# line_fill_buffer

**line_fill_buffer: gate-type map**

Bar = 50 um.
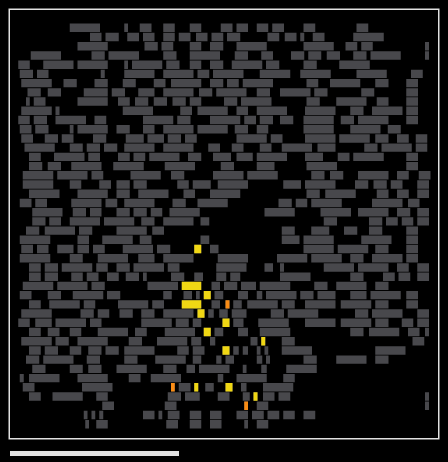
**line_fill_buffer: placement by cell class**

Bar = 50 um. Fill, decap, tap and diode cells in gray.
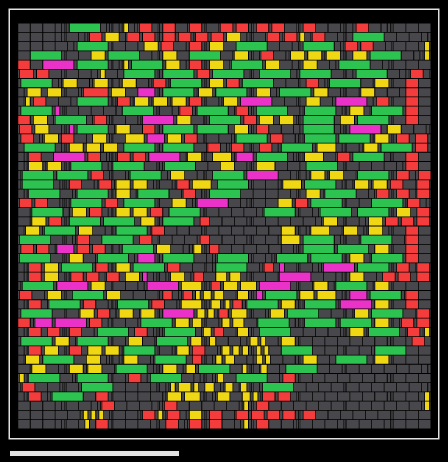
$ cat src/rtl/lc3b_types.sv
// ============================================================================
// Module   : lc3b_types
// Brief    : Shared cache types and line-fill FSM state encoding.
// Revision : 1.0
// ============================================================================
`default_nettype none

package lc3b_types;

    localparam int LINE_WORDS = 8;
    localparam int WORD_W     = 16;

    typedef logic [2:0]                     lc3b_cache_offset;
    typedef logic [LINE_WORDS*WORD_W-1:0]   lc3b_cache_size;
    typedef logic [WORD_W-1:0]              lc3b_word;

    typedef enum logic [1:0] {
        ST_IDLE = 2'd0,
        ST_FILL = 2'd1,
        ST_DONE = 2'd2
    } lfb_state_e;

    // The beat pointer walks the line circularly, so 7 wraps back to 0.
    function automatic lc3b_cache_offset next_offset(input lc3b_cache_offset off);
        return off + 3'd1;
    endfunction

endpackage

`default_nettype wire

$ cat src/rtl/line_word_writer.sv
// ============================================================================
// Module   : line_word_writer
// Brief    : 8x16 word store with indexed write, flattened as a cache line.
// Revision : 1.0
// ============================================================================
`default_nettype none

module line_word_writer
    import lc3b_types::*;
(
    input  logic             clk,
    input  logic             rst_n,
    input  logic             we,
    input  lc3b_cache_offset idx,
    input  lc3b_word         wdata,
    output lc3b_cache_size   line
);

    lc3b_word r_words [LINE_WORDS];

    always_ff @(posedge clk or negedge rst_n) begin
        if (!rst_n) begin
            for (int i = 0; i < LINE_WORDS; i++) begin
                r_words[i] <= '0;
            end
        end else if (we) begin
            r_words[idx] <= wdata;
        end
    end

    // Word i occupies bits [16i+15:16i] to line up with the downstream selector.
    for (genvar g = 0; g < LINE_WORDS; g++) begin : g_pack
        assign line[g*WORD_W +: WORD_W] = r_words[g];
    end

endmodule

`default_nettype wire

$ cat src/rtl/line_fill_buffer.sv
// ============================================================================
// Module   : line_fill_buffer
// Brief    : Critical-word-first 8-beat line fill from a 16-bit memory port.
//            Optional macro FILL_CRIT_FWD_EN enables critical-word forwarding.
// Revision : 1.0
// ============================================================================
`default_nettype none

module line_fill_buffer
    import lc3b_types::*;
(
    input  logic             clk,
    input  logic             rst_n,
    input  logic             req,
    input  lc3b_cache_offset req_offset,
    output logic             mem_read,
    output lc3b_cache_offset beat_offset,
    input  logic             mem_resp,
    input  lc3b_word         mem_rdata,
    output lc3b_cache_size   line_out,
    output logic             line_valid,
    input  logic             line_ack,
    output logic             busy,
    output logic             crit_valid,
    output lc3b_word         crit_word
);

    lfb_state_e       r_state;
    lc3b_cache_offset r_ptr;
    logic [2:0]       r_cnt;
    logic             w_wr_en;

    assign w_wr_en     = (r_state == ST_FILL) && mem_resp;
    assign beat_offset = r_ptr;

    always_ff @(posedge clk or negedge rst_n) begin
        if (!rst_n) begin
            r_state    <= ST_IDLE;
            r_ptr      <= '0;
            r_cnt      <= '0;
            mem_read   <= 1'b0;
            line_valid <= 1'b0;
            busy       <= 1'b0;
        end else begin
            case (r_state)
                ST_IDLE: begin
                    if (req) begin
                        r_state  <= ST_FILL;
                        r_ptr    <= req_offset;
                        r_cnt    <= '0;
                        mem_read <= 1'b1;
                        busy     <= 1'b1;
                    end
                end
                ST_FILL: begin
                    if (mem_resp) begin
                        r_ptr <= next_offset(r_ptr);
                        r_cnt <= r_cnt + 3'd1;
                        if (r_cnt == 3'd7) begin
                            r_state    <= ST_DONE;
                            mem_read   <= 1'b0;
                            line_valid <= 1'b1;
                        end
                    end
                end
                ST_DONE: begin
                    // A simultaneous req is dropped; the consumer must re-request from IDLE.
                    if (line_ack) begin
                        r_state    <= ST_IDLE;
                        line_valid <= 1'b0;
                        busy       <= 1'b0;
                    end
                end
                default: begin
                    r_state    <= ST_IDLE;
                    mem_read   <= 1'b0;
                    line_valid <= 1'b0;
                    busy       <= 1'b0;
                end
            endcase
        end
    end

`ifdef FILL_CRIT_FWD_EN
    always_ff @(posedge clk or negedge rst_n) begin
        if (!rst_n) begin
            crit_valid <= 1'b0;
            crit_word  <= '0;
        end else if (w_wr_en && (r_cnt == 3'd0)) begin
            crit_valid <= 1'b1;
            crit_word  <= mem_rdata;
        end else begin
            crit_valid <= 1'b0;
        end
    end
`else
    assign crit_valid = 1'b0;
    assign crit_word  = '0;
`endif

    line_word_writer u_line_word_writer (
        .clk   (clk),
        .rst_n (rst_n),
        .we    (w_wr_en),
        .idx   (r_ptr),
        .wdata (mem_rdata),
        .line  (line_out)
    );

endmodule

`default_nettype wire

$ cat config.mk
export PLATFORM = sky130hd
export DESIGN_NAME = line_fill_buffer
export DESIGN_NICKNAME = d
export VERILOG_FILES = /design/src/rtl/lc3b_types.sv /design/src/rtl/line_word_writer.sv /design/src/rtl/line_fill_buffer.sv
export SDC_FILE = /design/constraint.sdc
export NUM_CORES = 1
export LEC_CHECK = 0
export ABC_CLOCK_PERIOD_IN_PS = 3000
export CAP_MARGIN = 5
export CELL_PAD_IN_SITES_DETAIL_PLACEMENT = 1
export CELL_PAD_IN_SITES_GLOBAL_PLACEMENT = 1
export CORE_MARGIN = 2
export CORE_UTILIZATION = 37
export DETAILED_ROUTE_END_ITERATION = 12
export PLACE_DENSITY = 0.75
export SLEW_MARGIN = 20
export SYNTH_ARGS = -nofsm -noshare
export SYNTH_HDL_FRONTEND = slang
export SYNTH_SLANG_ARGS = --single-unit
$ cat constraint.sdc
create_clock -name clk -period 3 [get_ports clk]
set_clock_uncertainty 0.2 [all_clocks]
set_input_delay 0.45 -clock clk [delete_from_list [all_inputs] [get_ports clk]]
set_output_delay 0.45 -clock clk [all_outputs]
set_load 0.005 [all_outputs]
==> run summary <==
Synth Area in XOR/XNOR = 0%
H-tree level count = 4
Status = complete, no violations
Post-route ant nets = 0
Clock sink count = 139
Global-route wire length before repair = 23.4 mm
Startpoint Class = register
Largest type area fraction = 62.9%
Highest metal used = met4
Crit-path cells = or3b_1 -> or4_1 -> buf_4 -> mux2_4
Die H = 126 um
Placed cell count = 691
Worst-path fanout max = 16
Ports = 175
Critical-path top delay cell = or3b_1
HP Start = u_line_word_writer.line[46]
Simple-gate portion of the synthesized area = 2.58%
GRT Util Overall = 19.4%
Ratio of cells with drive above 1 in the final layout = 32.8%
Crit path buf inv count = 1
About 'gate-type map' of line_fill_buffer:
| family | color | cells |
|---|---|---|
| inverters | orange | 3 |
| NOR gates | yellow | 12 |
Comb/total area: 24.3%
Cell Count, Final, Fillers Out: 721
most frequent logic cell in the layout: clkdlybuf4s50_1

About 'placement by cell class' of line_fill_buffer:
| class | color | cells | share of their area |
|---|---|---|---|
| flip-flops | green | 139 | 46% |
| other buffers and delay cells | red | 171 | 22% |
| clock drivers and dummy loads | magenta | 29 | 7.1% |
| all other logic | yellow | 198 | 25% |
Cell Rows: 44
Core Footprint: 0.0146 sq mm
flop share of the area: 44.2%

## worst max path at each step
stage	endpoint	cells past startpoint
finish	u_line_word_writer.line[10]	4
global route	u_line_word_writer.line[8]	4
CTS	u_line_word_writer.line[10]	4
detailed placement	u_line_word_writer.line[10]	5
global placement	u_line_word_writer.line[11]	5
floorplan	u_line_word_writer.line[10]	7
## where the power goes
part | internal [mW] | switching [mW] | leakage, nW
sequential | 2.82 | 0.591 | 1.67
clock | 1.20 | 0.696 | 0.268
combinational | 2.52 | 1.21 | 1.47
## cell type report
type                       count  area [sq um]
fill                        1423          6720
sequential                   139          3480
multi-input combinational    195          1920
timing repair buffer         171          1690
clock buffer                  28           537
tap                          184           230
inverter                       3          11.3
clock inverter                 1          5.00
## logic make-up after synthesis
family | count (synthesis)
muxes | 134
AOI/OAI and AO/OA | 16
buffers and inverters | 36
adders and majority gates | 3
and+or+nand+nor | 25
other | 1
DFF | 139
## registers in the layout, summed over array words and instances, names as in the netlist
signal,cells
line_valid,1
u_line_word_writer.line,128
busy,1
r_state,2
r_cnt,3
mem_read,1
beat_offset,3
## repair_timing
item,in CTS,in global routing
hold buffers,1,0
resized,0,0
hold endpoints to repair,65,0

# trans_mem_bank

**trans_mem_bank: cell outlines without signal wires**

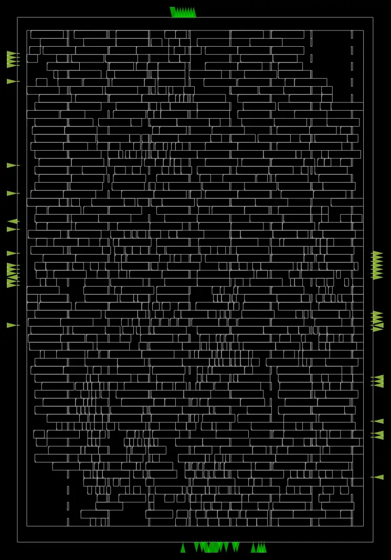
**trans_mem_bank: routed metal, one color a layer**

Bar = 20 um.
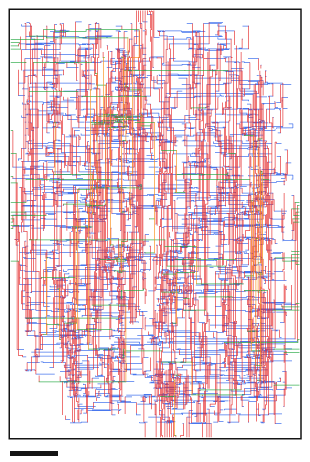
**trans_mem_bank: metal 4**

Bar = 20 um.
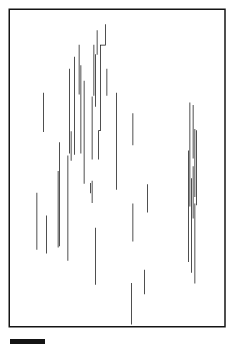
`config.mk`:
```
export PLATFORM = sky130hd
export DESIGN_NAME = trans_mem_bank
export DESIGN_NICKNAME = d
export VERILOG_FILES = /design/src/rtl/trans_mem_bank.sv
export SDC_FILE = /design/constraint.sdc
export NUM_CORES = 1
export LEC_CHECK = 0
export CAP_MARGIN = 20
export CORE_ASPECT_RATIO = 1.5
export CORE_MARGIN = 3
export CORE_UTILIZATION = 60
export DETAILED_ROUTE_END_ITERATION = 16
export PLACE_DENSITY_LB_ADDON = 0.15
export SLEW_MARGIN = 10
export SYNTH_ARGS = -nofsm -noshare
export SYNTH_HDL_FRONTEND = slang
export SYNTH_SLANG_ARGS = --single-unit
export TNS_END_PERCENT = 1
```
`constraint.sdc`:
```
create_clock -name clock -period 2.8 [get_ports clock]
set_clock_uncertainty 0.05 [all_clocks]
set_input_delay 0.84 -clock clock [delete_from_list [all_inputs] [get_ports clock]]
set_output_delay 0.84 -clock clock [all_outputs]
set_load 0.01 [all_outputs]
```
`src/rtl/trans_mem_bank.sv`:
```
// Multi-channel transaction memory: NUM_CH independent DEPTH x DATA_W banks, each with
// an auto-incrementing write pointer, a registered addressed read port and occupancy status.
module trans_mem_bank #(
    parameter int NUM_CH    = 2,
    parameter int DATA_W    = 8,
    parameter int DEPTH     = 16,
    parameter int ADDR_W    = $clog2(DEPTH),
    parameter int WRAP_MODE = 0
) (
    input  logic                         clock,
    input  logic                         reset,
    input  logic [NUM_CH-1:0]            tm_cnt_en,
    input  logic [NUM_CH*DATA_W-1:0]     tm_dina,
    input  logic [NUM_CH-1:0]            tm_clr,
    input  logic [NUM_CH*ADDR_W-1:0]     tm_addrb,
    input  logic [NUM_CH-1:0]            tm_renb,
    output logic [NUM_CH*DATA_W-1:0]     tm_doutb,
    output logic [NUM_CH*(ADDR_W+1)-1:0] tm_count,
    output logic [NUM_CH-1:0]            tm_full,
    output logic [NUM_CH-1:0]            tm_overflow
);

    localparam logic [ADDR_W:0]   FULL_CNT = (ADDR_W + 1)'(DEPTH);
    localparam logic [ADDR_W-1:0] LAST_PTR = ADDR_W'(DEPTH - 1);
    localparam logic              WRAP_EN  = (WRAP_MODE != 0);

    for (genvar c = 0; c < NUM_CH; c++) begin : g_ch
        logic [DATA_W-1:0] mem [DEPTH];
        logic [ADDR_W-1:0] wr_ptr;
        logic [ADDR_W-1:0] next_ptr;
        logic [ADDR_W:0]   count;
        logic              overflow;
        logic              full;
        logic              do_write;
        logic [DATA_W-1:0] doutb;
        logic [DATA_W-1:0] din;
        logic [ADDR_W-1:0] addrb;

        assign din      = tm_dina[c*DATA_W +: DATA_W];
        assign addrb    = tm_addrb[c*ADDR_W +: ADDR_W];
        assign full     = (count == FULL_CNT);
        assign next_ptr = (wr_ptr == LAST_PTR) ? '0 : wr_ptr + 1'b1;
        assign do_write = tm_cnt_en[c] & ~tm_clr[c] & (~full | WRAP_EN);

        always_ff @(posedge clock or posedge reset) begin
            if (reset) begin
                wr_ptr   <= '0;
                count    <= '0;
                overflow <= 1'b0;
            end else if (tm_clr[c]) begin
                wr_ptr   <= '0;
                count    <= '0;
                overflow <= 1'b0;
            end else if (tm_cnt_en[c]) begin
                if (!full) begin
                    wr_ptr <= next_ptr;
                    count  <= count + 1'b1;
                end else begin
                    overflow <= 1'b1;
                    if (WRAP_EN) wr_ptr <= next_ptr;
                end
            end
        end

        // Array has no reset; a write landing during reset is hidden by the zeroed count.
        always_ff @(posedge clock) begin
            if (do_write) mem[wr_ptr] <= din;
        end

        always_ff @(posedge clock or posedge reset) begin
            if (reset) begin
                doutb <= '0;
            end else if (tm_renb[c]) begin
                doutb <= ({1'b0, addrb} < count) ? mem[addrb] : '0;
            end
        end

        assign tm_doutb[c*DATA_W +: DATA_W]         = doutb;
        assign tm_count[c*(ADDR_W+1) +: ADDR_W + 1] = count;
        assign tm_full[c]                           = full;
        assign tm_overflow[c]                       = overflow;
    end

endmodule

```
==> run summary <==
Synthesized area = 0.0119 sq mm
Grt met1 use = 25.4%
Clk Tree Root Cell = clkbuf_16
Top cells by area = edfxtp_1 (65%), dfrtp_1 (7.6%), mux2i_1 (6.7%)
Minimum clock period = 2.69 ns
Die H = 179 um
Yosys cell count = 701
Final Max Slew Viols = 0
Biggest regs = g_ch.mem: 256 flops, g_ch.doutb: 16 flops, g_ch.count: 10 flops
Comb pwr = 0.602 mW
Worst-margin pin slew = 0.752 ns
Register with the most flip-flops = g_ch.mem
Status = complete, no violations
Final core utilization = 72.0%
Die Area = 0.0216 sq mm
Comb gate area = 0.00294 sq mm
Hold Buf Count CTS = 0
Synth Flop Type = edfxtp_1
Ratio of cells with drive above 1 in the final layout = 16.5%
Chip Area, Yosys = 0.0119 sq mm
Finish-stage setup viols = 0
AO/OA Area Share = 4.75%
Notes on 'cell outlines without signal wires' of trans_mem_bank above:
flop share of the area: 61.7%
Cell Count, Final, Fillers Out: 1084
Tap Cells: 256
flip-flops: 292

Notes on 'routed metal, one color a layer' of trans_mem_bank above:
| layer | color | wire length |
|---|---|---|
| met2 | red | 14300 um |
| met1 | blue | 8290 um |
| met3 | green | 1150 um |
| met4 | orange | 1240 um |
wire per inst: 23.1 um
GRT Util Overall: 24.2%
Routed WL: 25.0 mm

Notes on 'metal 4' of trans_mem_bank above:
share of all routed wire: 5.0%
main direction: vertical
nets with wire on the layer: 28
longest straight run: 62.6 um
wire length on this layer: 1240 um
via count: 6443

## placed cells by master (no fill, tap or decap), types with 3 or more instances in the layout
cell type and count:
a21oi_1 12, buf_12 4, buf_4 52, bufinv_16 3, clkbuf_1 4, clkbuf_16 26
clkbuf_8 3, clkdlybuf4s50_1 57, clkinv_2 4, clkinvlp_4 3, dfrtp_1 36, edfxtp_1 256
ha_1 18, inv_1 29, mux2i_1 80, mux4_2 30, nand2_1 42, nand2b_1 9
nand4_1 4, nor2_1 40, nor3_1 8, o22ai_1 48, o31ai_1 16, xnor2_1 6
xor2_1 4
## metrics by stage
stage,setup WS [ns],cells,area (sq um),TNS [ns]
finish,0.114,1084,13900,0
global placement,0.00500,1036,13000,0
detailed placement,-0.0274,1036,13000,-0.0274
global route,0.0472,1084,13900,0
floorplan,0.410,701,11900,0
CTS,0.0780,1084,13900,0
## worst max-delay path: stages, from the launching register on
cell	delay, ns
dfrtp_1	0.42
inv_1	0.13
ha_1	0.16
and4bb_4	0.26
dlygate4sd2_1	0.29
## cell type report
type	count	area share, %
clock inverter	15	1.29
multi-input combinational	342	21.2
clock buffer	33	5.08
inverter	29	0.782
tap	256	2.30
sequential	292	61.7
timing repair buffer	117	7.68

# panda_sc_datapath

`src/rtl/panda_pkg.sv`:
```
// Shared types and constants for the Panda single-cycle core:
// ALU operators, load/store width codes and write-back source codes.
package panda_pkg;

  typedef enum logic [3:0] {
    ALU_ADD,
    ALU_SUB,
    ALU_XOR,
    ALU_OR,
    ALU_AND,
    ALU_SLL,
    ALU_SRL,
    ALU_SRA,
    ALU_LT,
    ALU_LTU,
    ALU_GE,
    ALU_GEU,
    ALU_EQ,
    ALU_NE
  } alu_operator_e;

  localparam logic [1:0] LS_BYTE = 2'b00;
  localparam logic [1:0] LS_HALF = 2'b01;
  localparam logic [1:0] LS_WORD = 2'b10;

  localparam logic [1:0] RD_SEL_ALU     = 2'b00;
  localparam logic [1:0] RD_SEL_LOAD    = 2'b01;
  localparam logic [1:0] RD_SEL_PC_NEXT = 2'b10;
  localparam logic [1:0] RD_SEL_IMM     = 2'b11;

endpackage

```
`src/rtl/panda_alu.sv`:
```
// Combinational RV32I ALU; comparison operators return 0 or 1 in a full
// 32-bit result so bit 0 can serve directly as the branch condition.
module panda_alu
  import panda_pkg::*;
(
  input  logic [31:0]   operand_a_i,
  input  logic [31:0]   operand_b_i,
  input  alu_operator_e operator_i,
  output logic [31:0]   result_o
);

  logic [4:0] shamt;
  logic       lt_signed;
  logic       lt_unsigned;

  assign shamt       = operand_b_i[4:0];
  assign lt_signed   = $signed(operand_a_i) < $signed(operand_b_i);
  assign lt_unsigned = operand_a_i < operand_b_i;

  always_comb begin
    result_o = '0;
    case (operator_i)
      ALU_ADD: result_o = operand_a_i + operand_b_i;
      ALU_SUB: result_o = operand_a_i - operand_b_i;
      ALU_XOR: result_o = operand_a_i ^ operand_b_i;
      ALU_OR:  result_o = operand_a_i | operand_b_i;
      ALU_AND: result_o = operand_a_i & operand_b_i;
      ALU_SLL: result_o = operand_a_i << shamt;
      ALU_SRL: result_o = operand_a_i >> shamt;
      ALU_SRA: result_o = $unsigned($signed(operand_a_i) >>> shamt);
      ALU_LT:  result_o = {31'b0, lt_signed};
      ALU_LTU: result_o = {31'b0, lt_unsigned};
      ALU_GE:  result_o = {31'b0, ~lt_signed};
      ALU_GEU: result_o = {31'b0, ~lt_unsigned};
      ALU_EQ:  result_o = {31'b0, operand_a_i == operand_b_i};
      ALU_NE:  result_o = {31'b0, operand_a_i != operand_b_i};
      default: result_o = '0;
    endcase
  end

endmodule

```
`src/rtl/panda_sc_datapath.sv`:
```
// Panda single-cycle datapath: register file, ALU operand muxes, load/store
// lane alignment, write-back mux and the dedicated jump-target adder.
module panda_sc_datapath
  import panda_pkg::*;
(
  input  logic          clk_i,
  input  logic          rst_ni,
  input  logic [4:0]    rs1_addr_i,
  input  logic [4:0]    rs2_addr_i,
  input  logic [4:0]    rd_addr_i,
  input  logic          rd_we_i,
  input  logic          sel_operand_a_i,
  input  logic          sel_operand_b_i,
  input  logic [1:0]    sel_rd_data_i,
  input  alu_operator_e alu_operator_i,
  input  logic          load_store_i,
  input  logic [1:0]    load_store_width_i,
  input  logic          load_unsigned_i,
  input  logic [31:0]   data_rdata_i,
  output logic [31:0]   data_wdata_o,
  output logic [31:0]   data_addr_o,
  output logic [3:0]    data_we_o,
  input  logic [31:0]   pc_i,
  input  logic [31:0]   pc_next_i,
  input  logic [31:0]   imm_i,
  output logic [31:0]   jump_target_o,
  output logic          branch_cond_o
);

  logic [31:0] rf_q [32];
  logic [31:0] rd_data_d;
  logic [31:0] rs1_data;
  logic [31:0] rs2_data;
  logic [31:0] operand_a;
  logic [31:0] operand_b;
  logic [31:0] alu_result;
  logic [31:0] load_data;
  logic [7:0]  rdata_byte [4];
  logic [7:0]  load_byte;
  logic [15:0] load_half;

  // Entry 0 is never written, so x0 stays zero; reads still force it.
  always_ff @(posedge clk_i or negedge rst_ni) begin
    if (!rst_ni) begin
      for (int i = 0; i < 32; i++) rf_q[i] <= '0;
    end else if (rd_we_i && (rd_addr_i != 5'd0)) begin
      rf_q[rd_addr_i] <= rd_data_d;
    end
  end

  assign rs1_data = (rs1_addr_i == 5'd0) ? 32'd0 : rf_q[rs1_addr_i];
  assign rs2_data = (rs2_addr_i == 5'd0) ? 32'd0 : rf_q[rs2_addr_i];

  assign operand_a = sel_operand_a_i ? pc_i  : rs1_data;
  assign operand_b = sel_operand_b_i ? imm_i : rs2_data;

  panda_alu u_alu (
    .operand_a_i (operand_a),
    .operand_b_i (operand_b),
    .operator_i  (alu_operator_i),
    .result_o    (alu_result)
  );

  assign data_addr_o   = alu_result;
  assign branch_cond_o = alu_result[0];
  assign jump_target_o = pc_i + imm_i;

  // Store data is replicated across lanes so memory only needs the byte enables.
  always_comb begin
    data_we_o    = 4'b0000;
    data_wdata_o = rs2_data;
    case (load_store_width_i)
      LS_BYTE: begin
        data_wdata_o = {4{rs2_data[7:0]}};
        data_we_o    = 4'b0001 << alu_result[1:0];
      end
      LS_HALF: begin
        data_wdata_o = {2{rs2_data[15:0]}};
        data_we_o    = alu_result[1] ? 4'b1100 : 4'b0011;
      end
      default: begin
        data_wdata_o = rs2_data;
        data_we_o    = 4'b1111;
      end
    endcase
    if (!load_store_i) data_we_o = 4'b0000;
  end

  for (genvar gi = 0; gi < 4; gi++) begin : g_rdata_lane
    assign rdata_byte[gi] = data_rdata_i[8*gi +: 8];
  end

  assign load_byte = rdata_byte[alu_result[1:0]];
  assign load_half = alu_result[1] ? data_rdata_i[31:16] : data_rdata_i[15:0];

  always_comb begin
    load_data = data_rdata_i;
    case (load_store_width_i)
      LS_BYTE: load_data = load_unsigned_i ? {24'd0, load_byte}
                                           : {{24{load_byte[7]}}, load_byte};
      LS_HALF: load_data = load_unsigned_i ? {16'd0, load_half}
                                           : {{16{load_half[15]}}, load_half};
      default: load_data = data_rdata_i;
    endcase
  end

  always_comb begin
    rd_data_d = alu_result;
    case (sel_rd_data_i)
      RD_SEL_ALU:     rd_data_d = alu_result;
      RD_SEL_LOAD:    rd_data_d = load_data;
      RD_SEL_PC_NEXT: rd_data_d = pc_next_i;
      default:        rd_data_d = imm_i;
    endcase
  end

endmodule

```
`config.mk`:
```
export PLATFORM = sky130hd
export DESIGN_NAME = panda_sc_datapath
export DESIGN_NICKNAME = d
export VERILOG_FILES = /design/src/rtl/panda_pkg.sv /design/src/rtl/panda_alu.sv /design/src/rtl/panda_sc_datapath.sv
export SDC_FILE = /design/constraint.sdc
export NUM_CORES = 2
export LEC_CHECK = 0
export CORE_ASPECT_RATIO = 1.75
export CORE_MARGIN = 1
export CORE_UTILIZATION = 45
export CTS_CLUSTER_SIZE = 20
export DETAILED_ROUTE_END_ITERATION = 8
export PLACE_DENSITY_LB_ADDON = 0.25
export SKIP_LAST_GASP = 1
export SLEW_MARGIN = 40
export SYNTH_ARGS = -nofsm -noshare
export SYNTH_HDL_FRONTEND = slang
export SYNTH_SLANG_ARGS = --single-unit
```
`constraint.sdc`:
```
create_clock -name clk_i -period 9.85 [get_ports clk_i]
set_input_delay 1.97 -clock clk_i [delete_from_list [all_inputs] [get_ports clk_i]]
set_output_delay 1.97 -clock clk_i [all_outputs]
set_load 0.01 [all_outputs]
```
**panda_sc_datapath: routed metal, one color a layer**

Bar = 100 um.
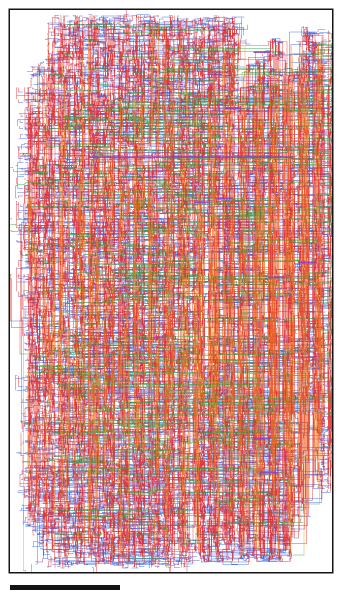
| layer | color | wire length |
|---|---|---|
| met3 | green | 29.5 mm |
| met1 | blue | 104 mm |
| met5 | purple | 311 um |
| met4 | orange | 41.5 mm |
| met2 | red | 153 mm |
Routed WL: 329 mm
GRT Util Overall: 44.1%
via count: 60100
wire per inst: 36.8 um

==> run summary <==
Flop share of the area = 31.7%
Critical-path top delay cell = o221a_2
Ratio of cells with drive above 1 in the final layout = 31.2%
Cell Count, Final, Fillers Out = 8918
Hpwl dp = 244 mm
Comb/total area = 47.0%
Number of flip-flops under the largest register name = 1024
Failing checks = setup timing
HP Class = register to register
Biggest regs = rf_q: 1024 flops
Via density = 6.73
Most frequent logic cell in the layout = dfrtp_1
Status = finished with violations
Fin worst setup slack = -0.0672 ns
Minimum clock period = 9.92 ns
Finish-stage setup viols = 2
Critical Path RT = 7.88 ns
Final core utilization = 55.6%
==> cell families (layout without fill, tap and decap cells) <==
kind of cell,count (synthesis),in the layout,synth area share (%)
AND-OR/OR-AND,1564,1564,14.7
flip-flops,1024,1024,38.8
adder cells (fa/ha/maj),132,132,2.53
XOR/XNOR,43,43,0.570
multiplexers,1228,1228,28.6
buffers and inverters,757,1474,4.76
AND/OR/NAND/NOR,1566,1566,10.1
other,0,17,0
==> per-layer routing <==
layer	up-vias	share of wire, %	track usage, %
li1	24700	-	-
met1	30100	32	44.8
met2	3740	47	70.8
met3	1486	9.0	11.8
met4	22	13	46.8
met5	-	0.094	0.878
==> power by group <==
| part | switching, mW | leakage [nW] | total, mW | internal [mW] |
|---|---|---|---|---|
| combinational | 2.93 | 20.9 | 5.45 | 2.52 |
| sequential | 0.686 | 13.4 | 5.72 | 5.03 |
| clock | 1.76 | 1.59 | 3.95 | 2.19 |
==> critical path, delay by kind of cell <==
kind | cells | cell delay (ns)
adders and majority gates | 1 | 0.32
AOI/OAI and AO/OA | 5 | 1.16
and+or+nand+nor | 9 | 1.34
muxes | 3 | 1.34
buffers and inverters | 8 | 1.73

# ifetch_unit

**ifetch_unit: cell outlines without signal wires**

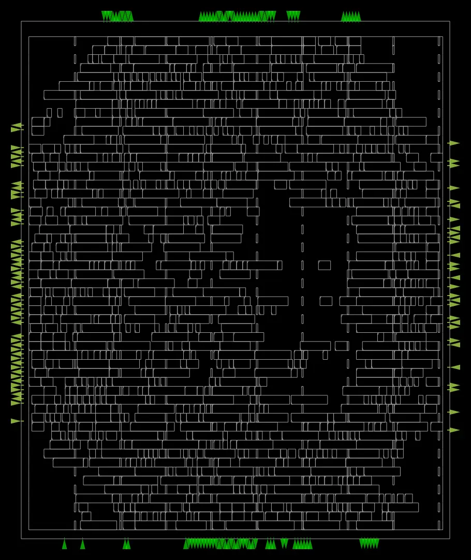
**ifetch_unit: placement by cell class**

Bar = 50 um. Fill, decap, tap and diode cells in gray.
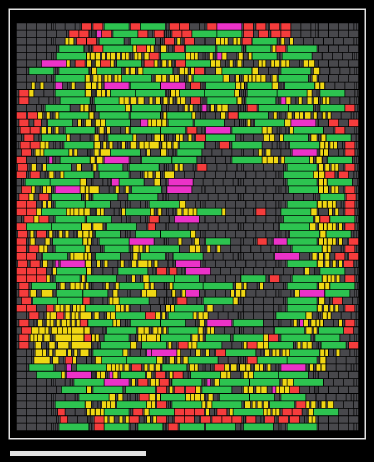
$ cat src/rtl/ifetch_unit.sv
// Instruction fetch: issues one outstanding request at a time to the
// instruction memory and queues returned words for decode.
module ifetch_unit #(
    parameter int DEPTH = 2,
    parameter int AW    = 32,
    parameter int DW    = 32
) (
    input  logic          clk,
    input  logic          rst,
    input  logic [AW-1:0] pc_in,
    output logic          hold_pc,
    input  logic          redirect,
    output logic          mem_req,
    output logic [AW-1:0] mem_addr,
    input  logic          mem_ack,
    input  logic          mem_rvalid,
    input  logic [DW-1:0] mem_rdata,
    output logic          inst_valid,
    input  logic          inst_ready,
    output logic [DW-1:0] inst,
    output logic [AW-1:0] inst_pc
);

    localparam int PW = (DEPTH > 1) ? $clog2(DEPTH) : 1;
    localparam int CW = $clog2(DEPTH + 1);

    typedef enum logic [1:0] {
        IDLE = 2'd0,
        WAIT = 2'd1,
        DROP = 2'd2
    } state_t;

    state_t        state;
    logic [AW-1:0] req_pc;

    logic [DW-1:0] dmem [DEPTH];
    logic [AW-1:0] pmem [DEPTH];
    logic [PW-1:0] wptr;
    logic [PW-1:0] rptr;
    logic [PW-1:0] rnext;
    logic [CW-1:0] count;
    logic [CW-1:0] count_d;

    logic          fire;
    logic          push;
    logic          pop;
    logic [DW-1:0] head_d;
    logic [AW-1:0] head_pc_d;

    // A new fetch only leaves when nothing is in flight and a slot is
    // guaranteed for its response; redirect cycles never issue.
    assign mem_req  = rst & (state == IDLE) & ~redirect
                    & (count < CW'(DEPTH));
    assign mem_addr = pc_in;
    assign fire     = mem_req & mem_ack;
    assign hold_pc  = ~rst | ~(fire | redirect);

    assign push  = (state == WAIT) & mem_rvalid & ~redirect;
    assign pop   = inst_valid & inst_ready & ~redirect;
    assign rnext = rptr + PW'(1);

    // Occupancy and head entry as they will look after this edge.
    always_comb begin
        count_d   = count;
        head_d    = inst;
        head_pc_d = inst_pc;
        unique case ({push, pop})
            2'b10:   count_d = count + CW'(1);
            2'b01:   count_d = count - CW'(1);
            default: count_d = count;
        endcase
        if (pop) begin
            if (count > CW'(1)) begin
                head_d    = dmem[rnext];
                head_pc_d = pmem[rnext];
            end else if (push) begin
                head_d    = mem_rdata;
                head_pc_d = req_pc;
            end
        end else if (push && count == '0) begin
            head_d    = mem_rdata;
            head_pc_d = req_pc;
        end
    end

    // Fetch control: track the single outstanding request.
    always_ff @(posedge clk or negedge rst) begin
        if (!rst) begin
            state  <= IDLE;
            req_pc <= '0;
        end else begin
            case (state)
                IDLE: begin
                    if (fire) begin
                        state  <= WAIT;
                        req_pc <= pc_in;
                    end
                end
                WAIT: begin
                    if (mem_rvalid)
                        state <= IDLE;
                    else if (redirect)
                        state <= DROP;
                end
                DROP: begin
                    if (mem_rvalid)
                        state <= IDLE;
                end
                default: state <= IDLE;
            endcase
        end
    end

    // FIFO storage; contents need no reset since occupancy gates use.
    always_ff @(posedge clk) begin
        if (push) begin
            dmem[wptr] <= mem_rdata;
            pmem[wptr] <= req_pc;
        end
    end

    // FIFO pointers and registered head outputs; redirect empties it.
    always_ff @(posedge clk or negedge rst) begin
        if (!rst) begin
            wptr       <= '0;
            rptr       <= '0;
            count      <= '0;
            inst_valid <= 1'b0;
            inst       <= '0;
            inst_pc    <= '0;
        end else if (redirect) begin
            wptr       <= '0;
            rptr       <= '0;
            count      <= '0;
            inst_valid <= 1'b0;
        end else begin
            if (push)
                wptr <= wptr + PW'(1);
            if (pop)
                rptr <= rnext;
            count      <= count_d;
            inst_valid <= (count_d != '0);
            inst       <= head_d;
            inst_pc    <= head_pc_d;
        end
    end

endmodule

$ cat config.mk
export PLATFORM = sky130hd
export DESIGN_NAME = ifetch_unit
export DESIGN_NICKNAME = d
export VERILOG_FILES = /design/src/rtl/ifetch_unit.sv
export SDC_FILE = /design/constraint.sdc
export NUM_CORES = 1
export LEC_CHECK = 0
export ABC_AREA = 1
export ABC_CLOCK_PERIOD_IN_PS = 4390
export CAP_MARGIN = 10
export CORE_AREA = 2 2 128 155
export DETAILED_ROUTE_END_ITERATION = 16
export DIE_AREA = 0 0 130 157
export PLACE_DENSITY = 0.85
export SETUP_SLACK_MARGIN = 0.15
export SLEW_MARGIN = 10
export SYNTH_ARGS = -nofsm -noshare
export SYNTH_HDL_FRONTEND = slang
export SYNTH_SLANG_ARGS = --single-unit
$ cat constraint.sdc
create_clock -name clk -period 4.39 [get_ports clk]
set_input_delay 0.6585 -clock clk [delete_from_list [all_inputs] [get_ports clk]]
set_output_delay 0.6585 -clock clk [all_outputs]
set_load 0.02 [all_outputs]
==> run summary <==
RSZ-0062 raised after global routing = false
Fin nets = 1101
Minimum clock period = 3.39 ns
Type of the worst setup path = input pin to output pin
GRT Util Overall = 21.7%
Ports = 169
Final worst-path cycle share = 77.1%
Area grow syn2layout = 21.5%
Post-route ant nets = 0
CTS tree = yes
Worst vdd ir = 0.336 mV
Leak pwr = 5.06 nW
Final Hold Fails = 0
Status = complete, no violations
CTS Buffer Depth = 3
Seq/Total Area, Yosys = 64.8%
Crit-path cells = clkdlybuf4s50_1 -> inv_2 -> nand3_1 -> nor3_4 -> nand2_2 -> nand2_1 -> nand2_1 -> clkdlybuf4s50_1
Fraction of power consumed by the clock network = 25.6%
Routed WL = 21.8 mm
Die H = 157 um
Worst reg2reg setup slack = 2.19 ns
AO/OA Area Share = 6.87%
Element type at the critical path end = output pin
Unique cell types = 30
Main logic family = simple AND/OR/NAND/NOR gates
Ant. Diodes = 0
Notes on 'cell outlines without signal wires' of ifetch_unit above:
flip-flops: 231
flop share of the area: 53.4%
Core Footprint: 0.0188 sq mm
final-layout fill cell count: 1475
Cell Rows: 55

Notes on 'placement by cell class' of ifetch_unit above:
| class | color | cells | share of their area |
|---|---|---|---|
| flip-flops | green | 231 | 55% |
| all other logic | yellow | 596 | 24% |
| other buffers and delay cells | red | 178 | 15% |
| clock drivers and dummy loads | magenta | 40 | 5.8% |
cell area after layout: 0.0120 sq mm
final core utilization: 64.1%

-- metrics by stage --
step | setup WS, ns | hold slack [ns] | utilization (%) | cells
3_5_place_dp | 1.02 | 0.457 | 60.4 | 1261
3_3_place_gp | 1.05 | 0.453 | 60.4 | 1261
4_1_cts | 1.02 | 0.298 | 64.0 | 1301
6_report | 1.00 | 0.274 | 64.1 | 1301
2_1_floorplan | 0.324 | 0.363 | - | 917
5_1_grt | 0.867 | 0.319 | 64.1 | 1301
-- power by group through the flow --
stage,Combinational [mW],Sequential (mW),Clock [mW]
2_1_floorplan,0.833,3.45,0
3_3_place_gp,1.94,3.16,0
3_5_place_dp,2.00,3.18,0
4_1_cts,2.01,3.15,1.80
5_1_grt,2.20,3.21,1.87
6_report,1.99,3.15,1.77
-- registers in the layout, indices dropped and copies added, names as in the netlist --
register	cells
inst_valid	1
inst_pc	32
inst	32
state	2
wptr	1
count	2
req_pc	32
rptr	1
pmem	64
dmem	64
-- worst max-delay path: cells and delay by family --
kind	cells	cell delay [ns]
simple gates	5	0.78
buf+inv	3	1.29
-- metal layers --
layer	GRT usage [%]	wire length [um]
met5	0	0
met1	28.2	8960
met4	7.83	567
met3	2.75	1280
met2	37.6	11000

# tune_sequencer

**tune_sequencer: gate-type map**

Bar = 20 um.
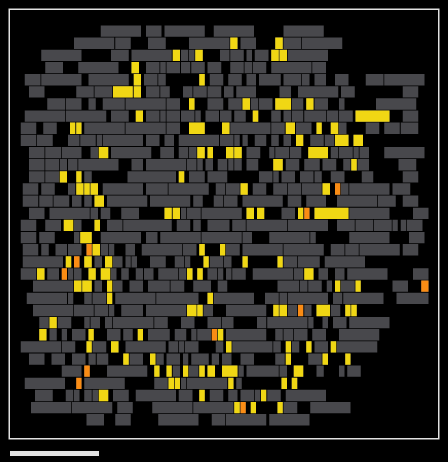
**tune_sequencer: sequential cells colored by netlist name**

Bar = 20 um. Other sequential cells in the stronger gray, the rest of the logic in the fainter gray.
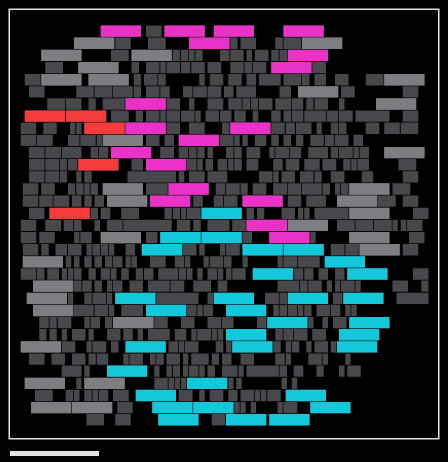
==> config.mk <==
export PLATFORM = sky130hd
export DESIGN_NAME = tune_sequencer
export DESIGN_NICKNAME = d
export VERILOG_FILES = /design/src/rtl/tune_pkg.sv /design/src/rtl/tone_gen.sv /design/src/rtl/tune_sequencer.sv
export SDC_FILE = /design/constraint.sdc
export NUM_CORES = 1
export LEC_CHECK = 0
export CORE_MARGIN = 2
export CORE_UTILIZATION = 59
export CTS_CLUSTER_DIAMETER = 30
export CTS_CLUSTER_SIZE = 16
export DETAILED_ROUTE_END_ITERATION = 10
export MAX_ROUTING_LAYER = met4
export PLACE_DENSITY = 0.81
export SLEW_MARGIN = 20
export SYNTH_ARGS = -nofsm -noshare
export SYNTH_HDL_FRONTEND = slang
export SYNTH_SLANG_ARGS = --single-unit
==> constraint.sdc <==
create_clock -name CLK -period 3 [get_ports CLK]
set_input_delay 0.45 -clock CLK [delete_from_list [all_inputs] [get_ports CLK]]
set_output_delay 0.45 -clock CLK [all_outputs]
set_load 0.02 [all_outputs]
==> src/rtl/tune_pkg.sv <==
// Shared types and constants for the table-driven tune sequencer.
// Note-table entry layout: {half_period, duration}, with duration in the low bits.
package tune_pkg;

   // Sequencer control states
   typedef enum logic [2:0] {
      IDLE,
      FETCH,
      LOAD,
      PLAY,
      GAP
   } state_t;

   // Default field widths of a note-table entry
   localparam int DEF_ADDR_W   = 5;
   localparam int DEF_PERIOD_W = 18;
   localparam int DEF_DUR_W    = 4;

   // Field offsets: duration starts at bit 0 and half_period sits directly above it
   localparam int DUR_LSB = 0;

   // Bit offset of the half_period field for a given duration width
   function automatic int period_lsb(input int dur_w);
      return DUR_LSB + dur_w;
   endfunction

   // Tone half-periods in board clocks
   localparam int HP_C4 = 95786;
   localparam int HP_D4 = 85325;
   localparam int HP_E4 = 75988;

endpackage

==> src/rtl/tone_gen.sv <==
// Square-wave tone generator: toggles its output every half_period clocks.
// A half_period of zero is a rest and keeps the output low.
module tone_gen #(
   parameter int PERIOD_W = 18
) (
   input  logic                clk,
   input  logic                rst,
   input  logic [PERIOD_W-1:0] half_period,
   input  logic                clear,
   input  logic                enable,
   output logic                square
);

   logic [PERIOD_W-1:0] cnt;

   // Half-period counter and output phase; clear has priority and zeroes both
   always_ff @(posedge clk or posedge rst) begin
      // NOTE: flops are written with <= so every register samples pre-edge values.
      if (rst) begin
         cnt    <= '0;
         square <= 1'b0;
      end else if (clear) begin
         cnt    <= '0;
         square <= 1'b0;
      end else if (enable && (half_period != '0)) begin
         if (cnt == half_period - PERIOD_W'(1)) begin
            cnt    <= '0;
            square <= ~square;
         end else begin
            cnt <= cnt + PERIOD_W'(1);
         end
      end
   end

endmodule

==> src/rtl/tune_sequencer.sv <==
// Table-driven tune player: fetches {half_period, duration} entries from a
// synchronous ROM, times each note and its trailing silent gap, and drives
// the speaker through tone_gen.
// Optional feature macro: TUNE_SEQ_OCTAVE_EN adds input octave_up, which
// halves the half_period of each note loaded while it is high.
module tune_sequencer
   import tune_pkg::*;
#(
   parameter int ADDR_W   = DEF_ADDR_W,
   parameter int PERIOD_W = DEF_PERIOD_W,
   parameter int DUR_W    = DEF_DUR_W,
   parameter int TICK_CYC = 20000000,
   parameter int GAP_CYC  = 2000000
) (
   input  logic                      CLK,
   input  logic                      RST,
   input  logic                      start,
   input  logic                      stop,
   input  logic                      loop_en,
   input  logic [ADDR_W-1:0]         last_idx,
`ifdef TUNE_SEQ_OCTAVE_EN
   input  logic                      octave_up,
`endif
   output logic [ADDR_W-1:0]         rom_addr,
   input  logic [PERIOD_W+DUR_W-1:0] rom_data,
   output logic                      Music,
   output logic                      busy,
   output logic                      done
);

   // Last tick-counter value of a full tick, and of the sounding part of the last tick
   localparam logic [31:0] TICK_LAST = 32'(TICK_CYC - 1);
   localparam logic [31:0] PLAY_LAST = 32'(TICK_CYC - GAP_CYC - 1);

   state_t              state, state_next;
   logic [ADDR_W-1:0]   addr_next;
   logic                done_next;
   logic [31:0]         tick_cnt, tick_next;
   logic [DUR_W-1:0]    dur_cnt, dur_next;
   logic [PERIOD_W-1:0] hp_q, hp_next;
   logic [DUR_W-1:0]    len_q, len_next;
   logic                end_song;
   logic [PERIOD_W-1:0] entry_hp, load_hp;
   logic [DUR_W-1:0]    entry_dur;
   logic                tone_clear;

   assign entry_dur = rom_data[DUR_LSB +: DUR_W];
   assign entry_hp  = rom_data[period_lsb(DUR_W) +: PERIOD_W];

`ifdef TUNE_SEQ_OCTAVE_EN
   // Octave-up halves the half period but never turns a note into a rest
   always_comb begin
      load_hp = entry_hp;
      if (octave_up && (entry_hp != '0)) begin
         load_hp = entry_hp >> 1;
         if (load_hp == '0) load_hp = PERIOD_W'(1);
      end
   end
`else
   assign load_hp = entry_hp;
`endif

   // State, address, note fields, timing counters and the done pulse
   always_ff @(posedge CLK or posedge RST) begin
      if (RST) begin
         state    <= IDLE;
         rom_addr <= '0;
         done     <= 1'b0;
         tick_cnt <= '0;
         dur_cnt  <= '0;
         hp_q     <= '0;
         len_q    <= '0;
      end else begin
         state    <= state_next;
         rom_addr <= addr_next;
         done     <= done_next;
         tick_cnt <= tick_next;
         dur_cnt  <= dur_next;
         hp_q     <= hp_next;
         len_q    <= len_next;
      end
   end

   // Next-state logic: note timing, address stepping, end-of-song and stop
   always_comb begin
      // NOTE: every output gets a default first so no path can infer a latch.
      state_next = state;
      addr_next  = rom_addr;
      done_next  = 1'b0;
      tick_next  = tick_cnt;
      dur_next   = dur_cnt;
      hp_next    = hp_q;
      len_next   = len_q;
      end_song   = 1'b0;

      case (state)
         IDLE: begin
            if (start) begin
               state_next = FETCH;
               addr_next  = '0;
            end
         end
         FETCH: state_next = LOAD;
         LOAD: begin
            hp_next   = load_hp;
            len_next  = entry_dur;
            tick_next = '0;
            dur_next  = '0;
            if (entry_dur == '0) end_song = 1'b1;
            else                 state_next = PLAY;
         end
         PLAY: begin
            if (tick_cnt == TICK_LAST) begin
               tick_next = '0;
               dur_next  = dur_cnt + DUR_W'(1);
            end else begin
               tick_next = tick_cnt + 32'd1;
            end
            // The gap takes the tail of the final tick
            if ((dur_cnt == len_q - DUR_W'(1)) && (tick_cnt == PLAY_LAST))
               state_next = GAP;
         end
         GAP: begin
            tick_next = tick_cnt + 32'd1;
            if (tick_cnt == TICK_LAST) begin
               if (rom_addr == last_idx) begin
                  end_song = 1'b1;
               end else begin
                  addr_next  = rom_addr + ADDR_W'(1);
                  state_next = FETCH;
               end
            end
         end
         default: state_next = IDLE;
      endcase

      if (end_song) begin
         addr_next = '0;
         if (loop_en) begin
            state_next = FETCH;
         end else begin
            state_next = IDLE;
            done_next  = 1'b1;
         end
      end

      if (stop) begin
         state_next = IDLE;
         addr_next  = '0;
         done_next  = 1'b0;
         tick_next  = '0;
         dur_next   = '0;
      end
   end

   // Tone runs only while staying in PLAY; any other edge zeroes the phase
   assign tone_clear = !((state == PLAY) && (state_next == PLAY));
   assign busy       = (state != IDLE);

   tone_gen #(
      .PERIOD_W(PERIOD_W)
   ) u_tone (
      .clk        (CLK),
      .rst        (RST),
      .half_period(hp_q),
      .clear      (tone_clear),
      .enable     (state == PLAY),
      .square     (Music)
   );

endmodule

==> run summary <==
Setup Fix Bufs, Post-CTS = 0
Via density = 5.97
Cts bufs inserted = 9
Ratio of cells with drive above 1 in the final layout = 10.5%
Post-synth top area cell = dfrtp_1
Initial DRC count = 342
Leak pwr = 2.32 nW
Hpwl dp = 7.70 mm
Async SR Flop Fraction = 100%
Ant. Diodes = 0
H-tree level count = 3
Switch share = 31.1%
Max Cap Viol = 0
Fraction of power consumed by the clock network = 30.6%
Pin count of the biggest net entering global routing = 87
Post-place instance area = 0.00549 sq mm
Post-route ant nets = 0
Max frequency = 351 MHz
Fin nets = 598
Core Footprint = 0.00822 sq mm
Status = complete, no violations
Synth Area in XOR/XNOR = 14.1%
Critical Path RT = 3.29 ns
Wire per inst = 16.3 um
Comb power frac = 21.3%
Worst reg2reg setup slack = 0.15 ns
Family with the most delay on the worst path = AND-OR/OR-AND gates
Most frequent cells in the layout = dfrtp_1 (86), nor2_1 (57), nand2_1 (43)
Simple-gate portion of the synthesized area = 26.1%
Crit path buf inv count = 1
Max incr delay on CP = 0.53 ns
GRT Util Overall = 26.6%
Gr ovfl total = 0
Relative slew slack = 55.8%
Wire length on met3 = 654 um
Hold Buf Count CTS = 0
Ports = 40
Notes on 'gate-type map' of tune_sequencer above:
| family | color | cells |
|---|---|---|
| NOR gates | yellow | 117 |
| inverters | orange | 11 |
Comb/total area: 47.1%
Cell Count, Final, Fillers Out: 669

Notes on 'sequential cells colored by netlist name' of tune_sequencer above:
| name in the netlist | color | sequential cells |
|---|---|---|
| tick_cnt | cyan | 32 |
| u_tone.cnt | magenta | 18 |
| rom_addr | red | 5 |
Seq power: 1.46 mW
register area: 0.00215 sq mm
final core utilization: 69.6%
flop share of the area: 37.6%

## sequential cells by signal, indices dropped and copies added (netlist names)
register / cells
done: 1
tick_cnt: 32
len_q: 4
u_tone.square: 1
rom_addr: 5
hp_q: 18
dur_cnt: 4
u_tone.cnt: 18
state: 3
## final timing paths
path	from	endpoint	depth (start not counted)
setup reg to reg	hp_q[0]	u_tone.square	9
hold reg to reg	tick_cnt[1]	tick_cnt[1]	1
min in group CLK	tick_cnt[1]	tick_cnt[1]	1
hold / removal	RST	tick_cnt[25]	3
setup / recovery	hp_q[0]	u_tone.square	9
max in group asynchronous	RST	u_tone.cnt[6]	3
## power by group through the flow
stage	sequential [mW]	combinational (mW)	clock, mW
final	1.46	0.645	0.926
after global routing	1.48	0.714	0.984
after CTS	1.45	0.641	0.935
after detailed placement	1.47	0.636	0
after global placement	1.47	0.615	0
after floorplan	1.38	0.555	0
## layout make-up
class	instances	share of cell area, %
Clock buffer	11	2.47
Timing Repair Buffer	47	8.32
Sequential cell	86	37.6
Tap cell	105	2.30
Multi-Input combinational cell	404	47.1
Clock inverter	5	1.42
Inverter	11	0.744

# counter_reader

**counter_reader: placement by cell class**

Bar = 50 um. Fill, decap, tap and diode cells in gray.
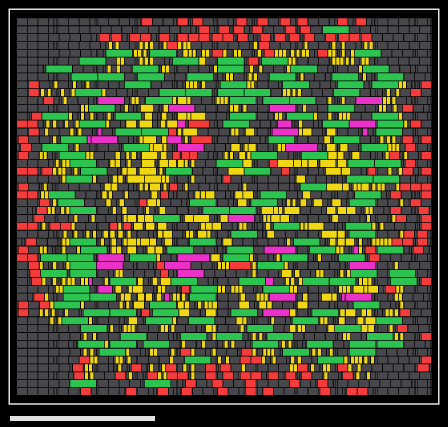
**counter_reader: cell outlines without signal wires**

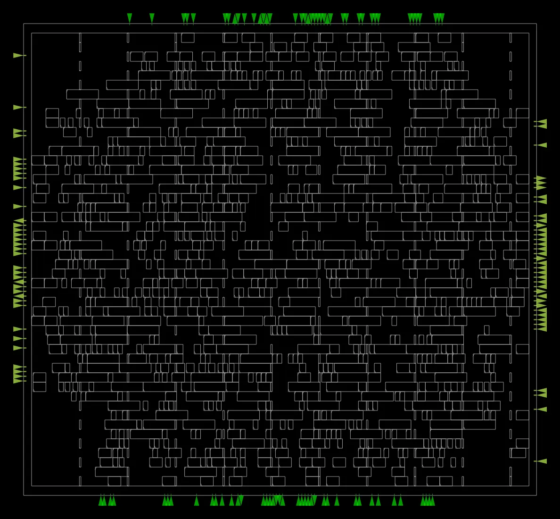
**counter_reader: routed metal, one color a layer**

Bar = 50 um.
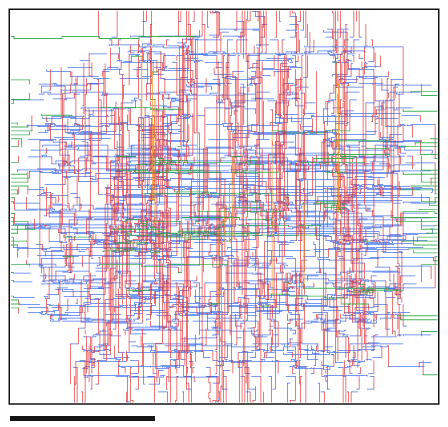
===== src/rtl/counter_reader.sv =====
// Snapshots two live counters on a request and streams the snapshot out as WORD_W words over valid/ready.
// Optional: define COUNTER_READER_CSUM_EN to append an XOR checksum word to every frame.
module counter_reader #(
   parameter int unsigned CNT_W  = 64,
   parameter int unsigned WORD_W = 16
) (
   input  logic              Clk,
   input  logic              Reset,
   input  logic [CNT_W-1:0]  Count0,
   input  logic [CNT_W-1:0]  Count1,
   input  logic              Req,
   input  logic              Ready,
   output logic [WORD_W-1:0] Dout,
   output logic              Valid,
   output logic              Last,
   output logic              Busy,
   output logic              Overrun
);

   localparam int unsigned NWORDS = 2 * CNT_W / WORD_W;
`ifdef COUNTER_READER_CSUM_EN
   localparam int unsigned FRAME_LEN = NWORDS + 1;
`else
   localparam int unsigned FRAME_LEN = NWORDS;
`endif
   localparam int unsigned IDX_W = (FRAME_LEN > 1) ? $clog2(FRAME_LEN) : 1;

   typedef enum logic {IDLE, SEND} state_e;

   state_e              state_q;
   logic [2*CNT_W-1:0]  snap_q;
   logic [IDX_W-1:0]    idx_q;
   logic [IDX_W-1:0]    idx_d;
   logic [WORD_W-1:0]   dout_q;
   logic [WORD_W-1:0]   word_d;
   logic                valid_q;
   logic                last_q;
   logic                busy_q;
   logic                overrun_q;
`ifdef COUNTER_READER_CSUM_EN
   logic [WORD_W-1:0]   csum_q;
`endif

   // Next word index and the snapshot slice it selects; indices past the data words select zero
   always_comb begin
      idx_d  = idx_q + IDX_W'(1);
      word_d = '0;
      for (int unsigned i = 0; i < NWORDS; i++) begin
         if (idx_d == IDX_W'(i)) begin
            word_d = snap_q[i*WORD_W +: WORD_W];
         end
      end
   end

   always_ff @(posedge Clk or negedge Reset) begin
      if (!Reset) begin
         state_q   <= IDLE;
         snap_q    <= '0;
         idx_q     <= '0;
         dout_q    <= '0;
         valid_q   <= 1'b0;
         last_q    <= 1'b0;
         busy_q    <= 1'b0;
         overrun_q <= 1'b0;
`ifdef COUNTER_READER_CSUM_EN
         csum_q    <= '0;
`endif
      end else begin
         overrun_q <= 1'b0;
         if (state_q == IDLE) begin
            if (Req) begin
               state_q <= SEND;
               snap_q  <= {Count1, Count0};
               idx_q   <= '0;
               dout_q  <= Count0[WORD_W-1:0];
               valid_q <= 1'b1;
               last_q  <= 1'b0;
               busy_q  <= 1'b1;
`ifdef COUNTER_READER_CSUM_EN
               csum_q  <= Count0[WORD_W-1:0];
`endif
            end
         end else begin
            // Any request while a frame is in flight is dropped and flagged
            overrun_q <= Req;
            if (valid_q && Ready) begin
               if (last_q) begin
                  state_q <= IDLE;
                  valid_q <= 1'b0;
                  last_q  <= 1'b0;
                  busy_q  <= 1'b0;
               end else begin
                  idx_q  <= idx_d;
                  last_q <= (idx_d == IDX_W'(FRAME_LEN - 1));
`ifdef COUNTER_READER_CSUM_EN
                  if (idx_d == IDX_W'(NWORDS)) begin
                     dout_q <= csum_q;
                  end else begin
                     dout_q <= word_d;
                     csum_q <= csum_q ^ word_d;
                  end
`else
                  dout_q <= word_d;
`endif
               end
            end
         end
      end
   end

   assign Dout    = dout_q;
   assign Valid   = valid_q;
   assign Last    = last_q;
   assign Busy    = busy_q;
   assign Overrun = overrun_q;

endmodule


===== config.mk =====
export PLATFORM = sky130hd
export DESIGN_NAME = counter_reader
export DESIGN_NICKNAME = d
export VERILOG_FILES = /design/src/rtl/counter_reader.sv
export SDC_FILE = /design/constraint.sdc
export NUM_CORES = 1
export LEC_CHECK = 0
export CAP_MARGIN = 40
export CELL_PAD_IN_SITES_DETAIL_PLACEMENT = 0
export CELL_PAD_IN_SITES_GLOBAL_PLACEMENT = 1
export CORE_AREA = 2 2 146 134
export DETAILED_ROUTE_END_ITERATION = 7
export DIE_AREA = 0 0 148 136
export GPL_ROUTABILITY_DRIVEN = 0
export PLACE_DENSITY_LB_ADDON = 0.12
export SYNTH_ARGS = -nofsm -noshare
export SYNTH_HDL_FRONTEND = slang
export SYNTH_SLANG_ARGS = --single-unit

===== constraint.sdc =====
create_clock -name Clk -period 2.7 [get_ports Clk]
set_clock_uncertainty 0.05 [all_clocks]
set_input_delay 0.405 -clock Clk [delete_from_list [all_inputs] [get_ports Clk]]
set_output_delay 0.405 -clock Clk [all_outputs]
set_load 0.05 [all_outputs]

==> run summary <==
Family with the most delay on the worst path = simple AND/OR/NAND/NOR gates
Hpwl dp = 15.9 mm
Relative slew slack = 50.1%
Post-route ant nets = 0
CTS Buffer Depth = 2
Max incr delay on CP = 0.66 ns
Worst reg2reg setup slack = 0.24 ns
RR Startpoint = idx_q[0]
Initial DRC count = 517
Crit path launch = idx_q[0]
Gr ovfl total = 0
Status = complete, no violations
Mapped Cells = 799
DR pass1 iterations = 5
Unique cell types = 44
Ports = 152
CP arrival = 2.74 ns
Setup Fix Bufs, Post-CTS = 0
Log Warnings = 32
Worst vdd ir = 0.427 mV
Main logic family = simple AND/OR/NAND/NOR gates
Cts bufs inserted = 17
Reg-to-Reg End = Dout[13]
Hold Slack = 0.419 ns
Pin count of the biggest net entering global routing = 129
Final Hold Fails = 0
Clock sink count = 151
Synth Flop Type = dfrtp_1
Notes on 'placement by cell class' of counter_reader above:
| class | color | cells | share of their area |
|---|---|---|---|
| clock drivers and dummy loads | magenta | 32 | 6.7% |
| all other logic | yellow | 594 | 33% |
| other buffers and delay cells | red | 172 | 19% |
| flip-flops | green | 151 | 42% |
Cell Rows: 48
final core utilization: 50.0%
flop share of the area: 40.4%
Core Footprint: 0.0187 sq mm

Notes on 'cell outlines without signal wires' of counter_reader above:
final-layout fill cell count: 1806
Cell Count, Final, Fillers Out: 1199
flip-flops: 151
Tap Cells: 250

Notes on 'routed metal, one color a layer' of counter_reader above:
| layer | color | wire length |
|---|---|---|
| met3 | green | 1340 um |
| met2 | red | 10800 um |
| met4 | orange | 613 um |
| met1 | blue | 9420 um |
Routed WL: 22.1 mm
via count: 6266
GRT Util Overall: 22.8%
wire per inst: 18.5 um

## power groups by stage
stage               sequential (mW)  clock [mW]  combinational (mW)
floorplan                      3.21           0                1.16
global placement               2.98           0                2.39
detailed placement             2.99           0                2.42
CTS                            2.95        2.46                2.43
global route                   2.99        2.58                2.64
finish                         2.96        2.42                2.44
## final cells by class
type,instances,area [sq um],share of cell area [%]
clock buffers,24,482,5.15
clock inverters,8,120,1.28
inverters,5,18.8,0.201
multi-input cells,589,2940,31.4
flip-flops and latches,151,3780,40.4
well taps,250,313,3.34
repair buffers,172,1710,18.3
## metal layers
| layer | global-route usage [%] | vias up | part of all wire, % |
|---|---|---|---|
| met4 | 8.41 | 0 | 2.8 |
| met3 | 4.09 | 37 | 6.0 |
| met5 | 0 | - | 0 |
| met1 | 30.1 | 3047 | 43 |
| li1 | - | 2936 | - |
| met2 | 37.9 | 246 | 49 |
## state kept, by name, summed over array words and instances (netlist names)
name     cells
Overrun      1
state_q      1
snap_q     128
Last         1
Dout        16
idx_q        3
Busy         1
## worst reg2reg max path, stage by stage, from the launching register on
cell and delay, ns:
dfrtp_1 0.44, ha_1 0.31, xnor2_2 0.26, nor3_4 0.66, o221ai_1 0.29, and4_1 0.21
o21ai_0 0.14


## Gallery

Placement by cell class.
(a)
Bar = 20 um. Fill, decap, tap and diode cells in gray.
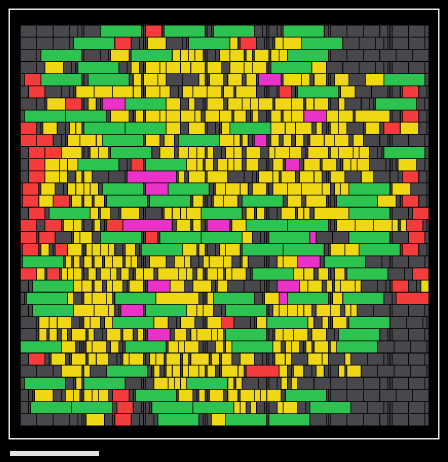
(b)
Bar = 100 um. Fill, decap, tap and diode cells in gray.
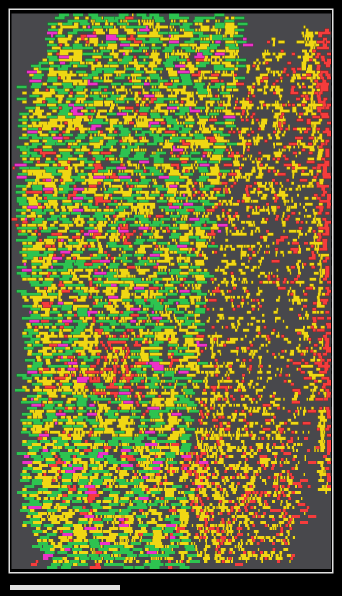
(c)
Bar = 20 um. Fill, decap, tap and diode cells in gray.
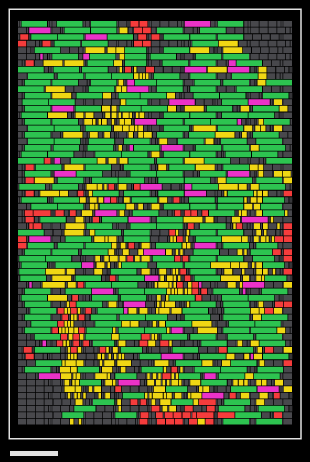
- tune_sequencer = (a)
- panda_sc_datapath = (b)
- trans_mem_bank = (c)

Power figures rest on the tool's default switching activity, not on a simulated workload.
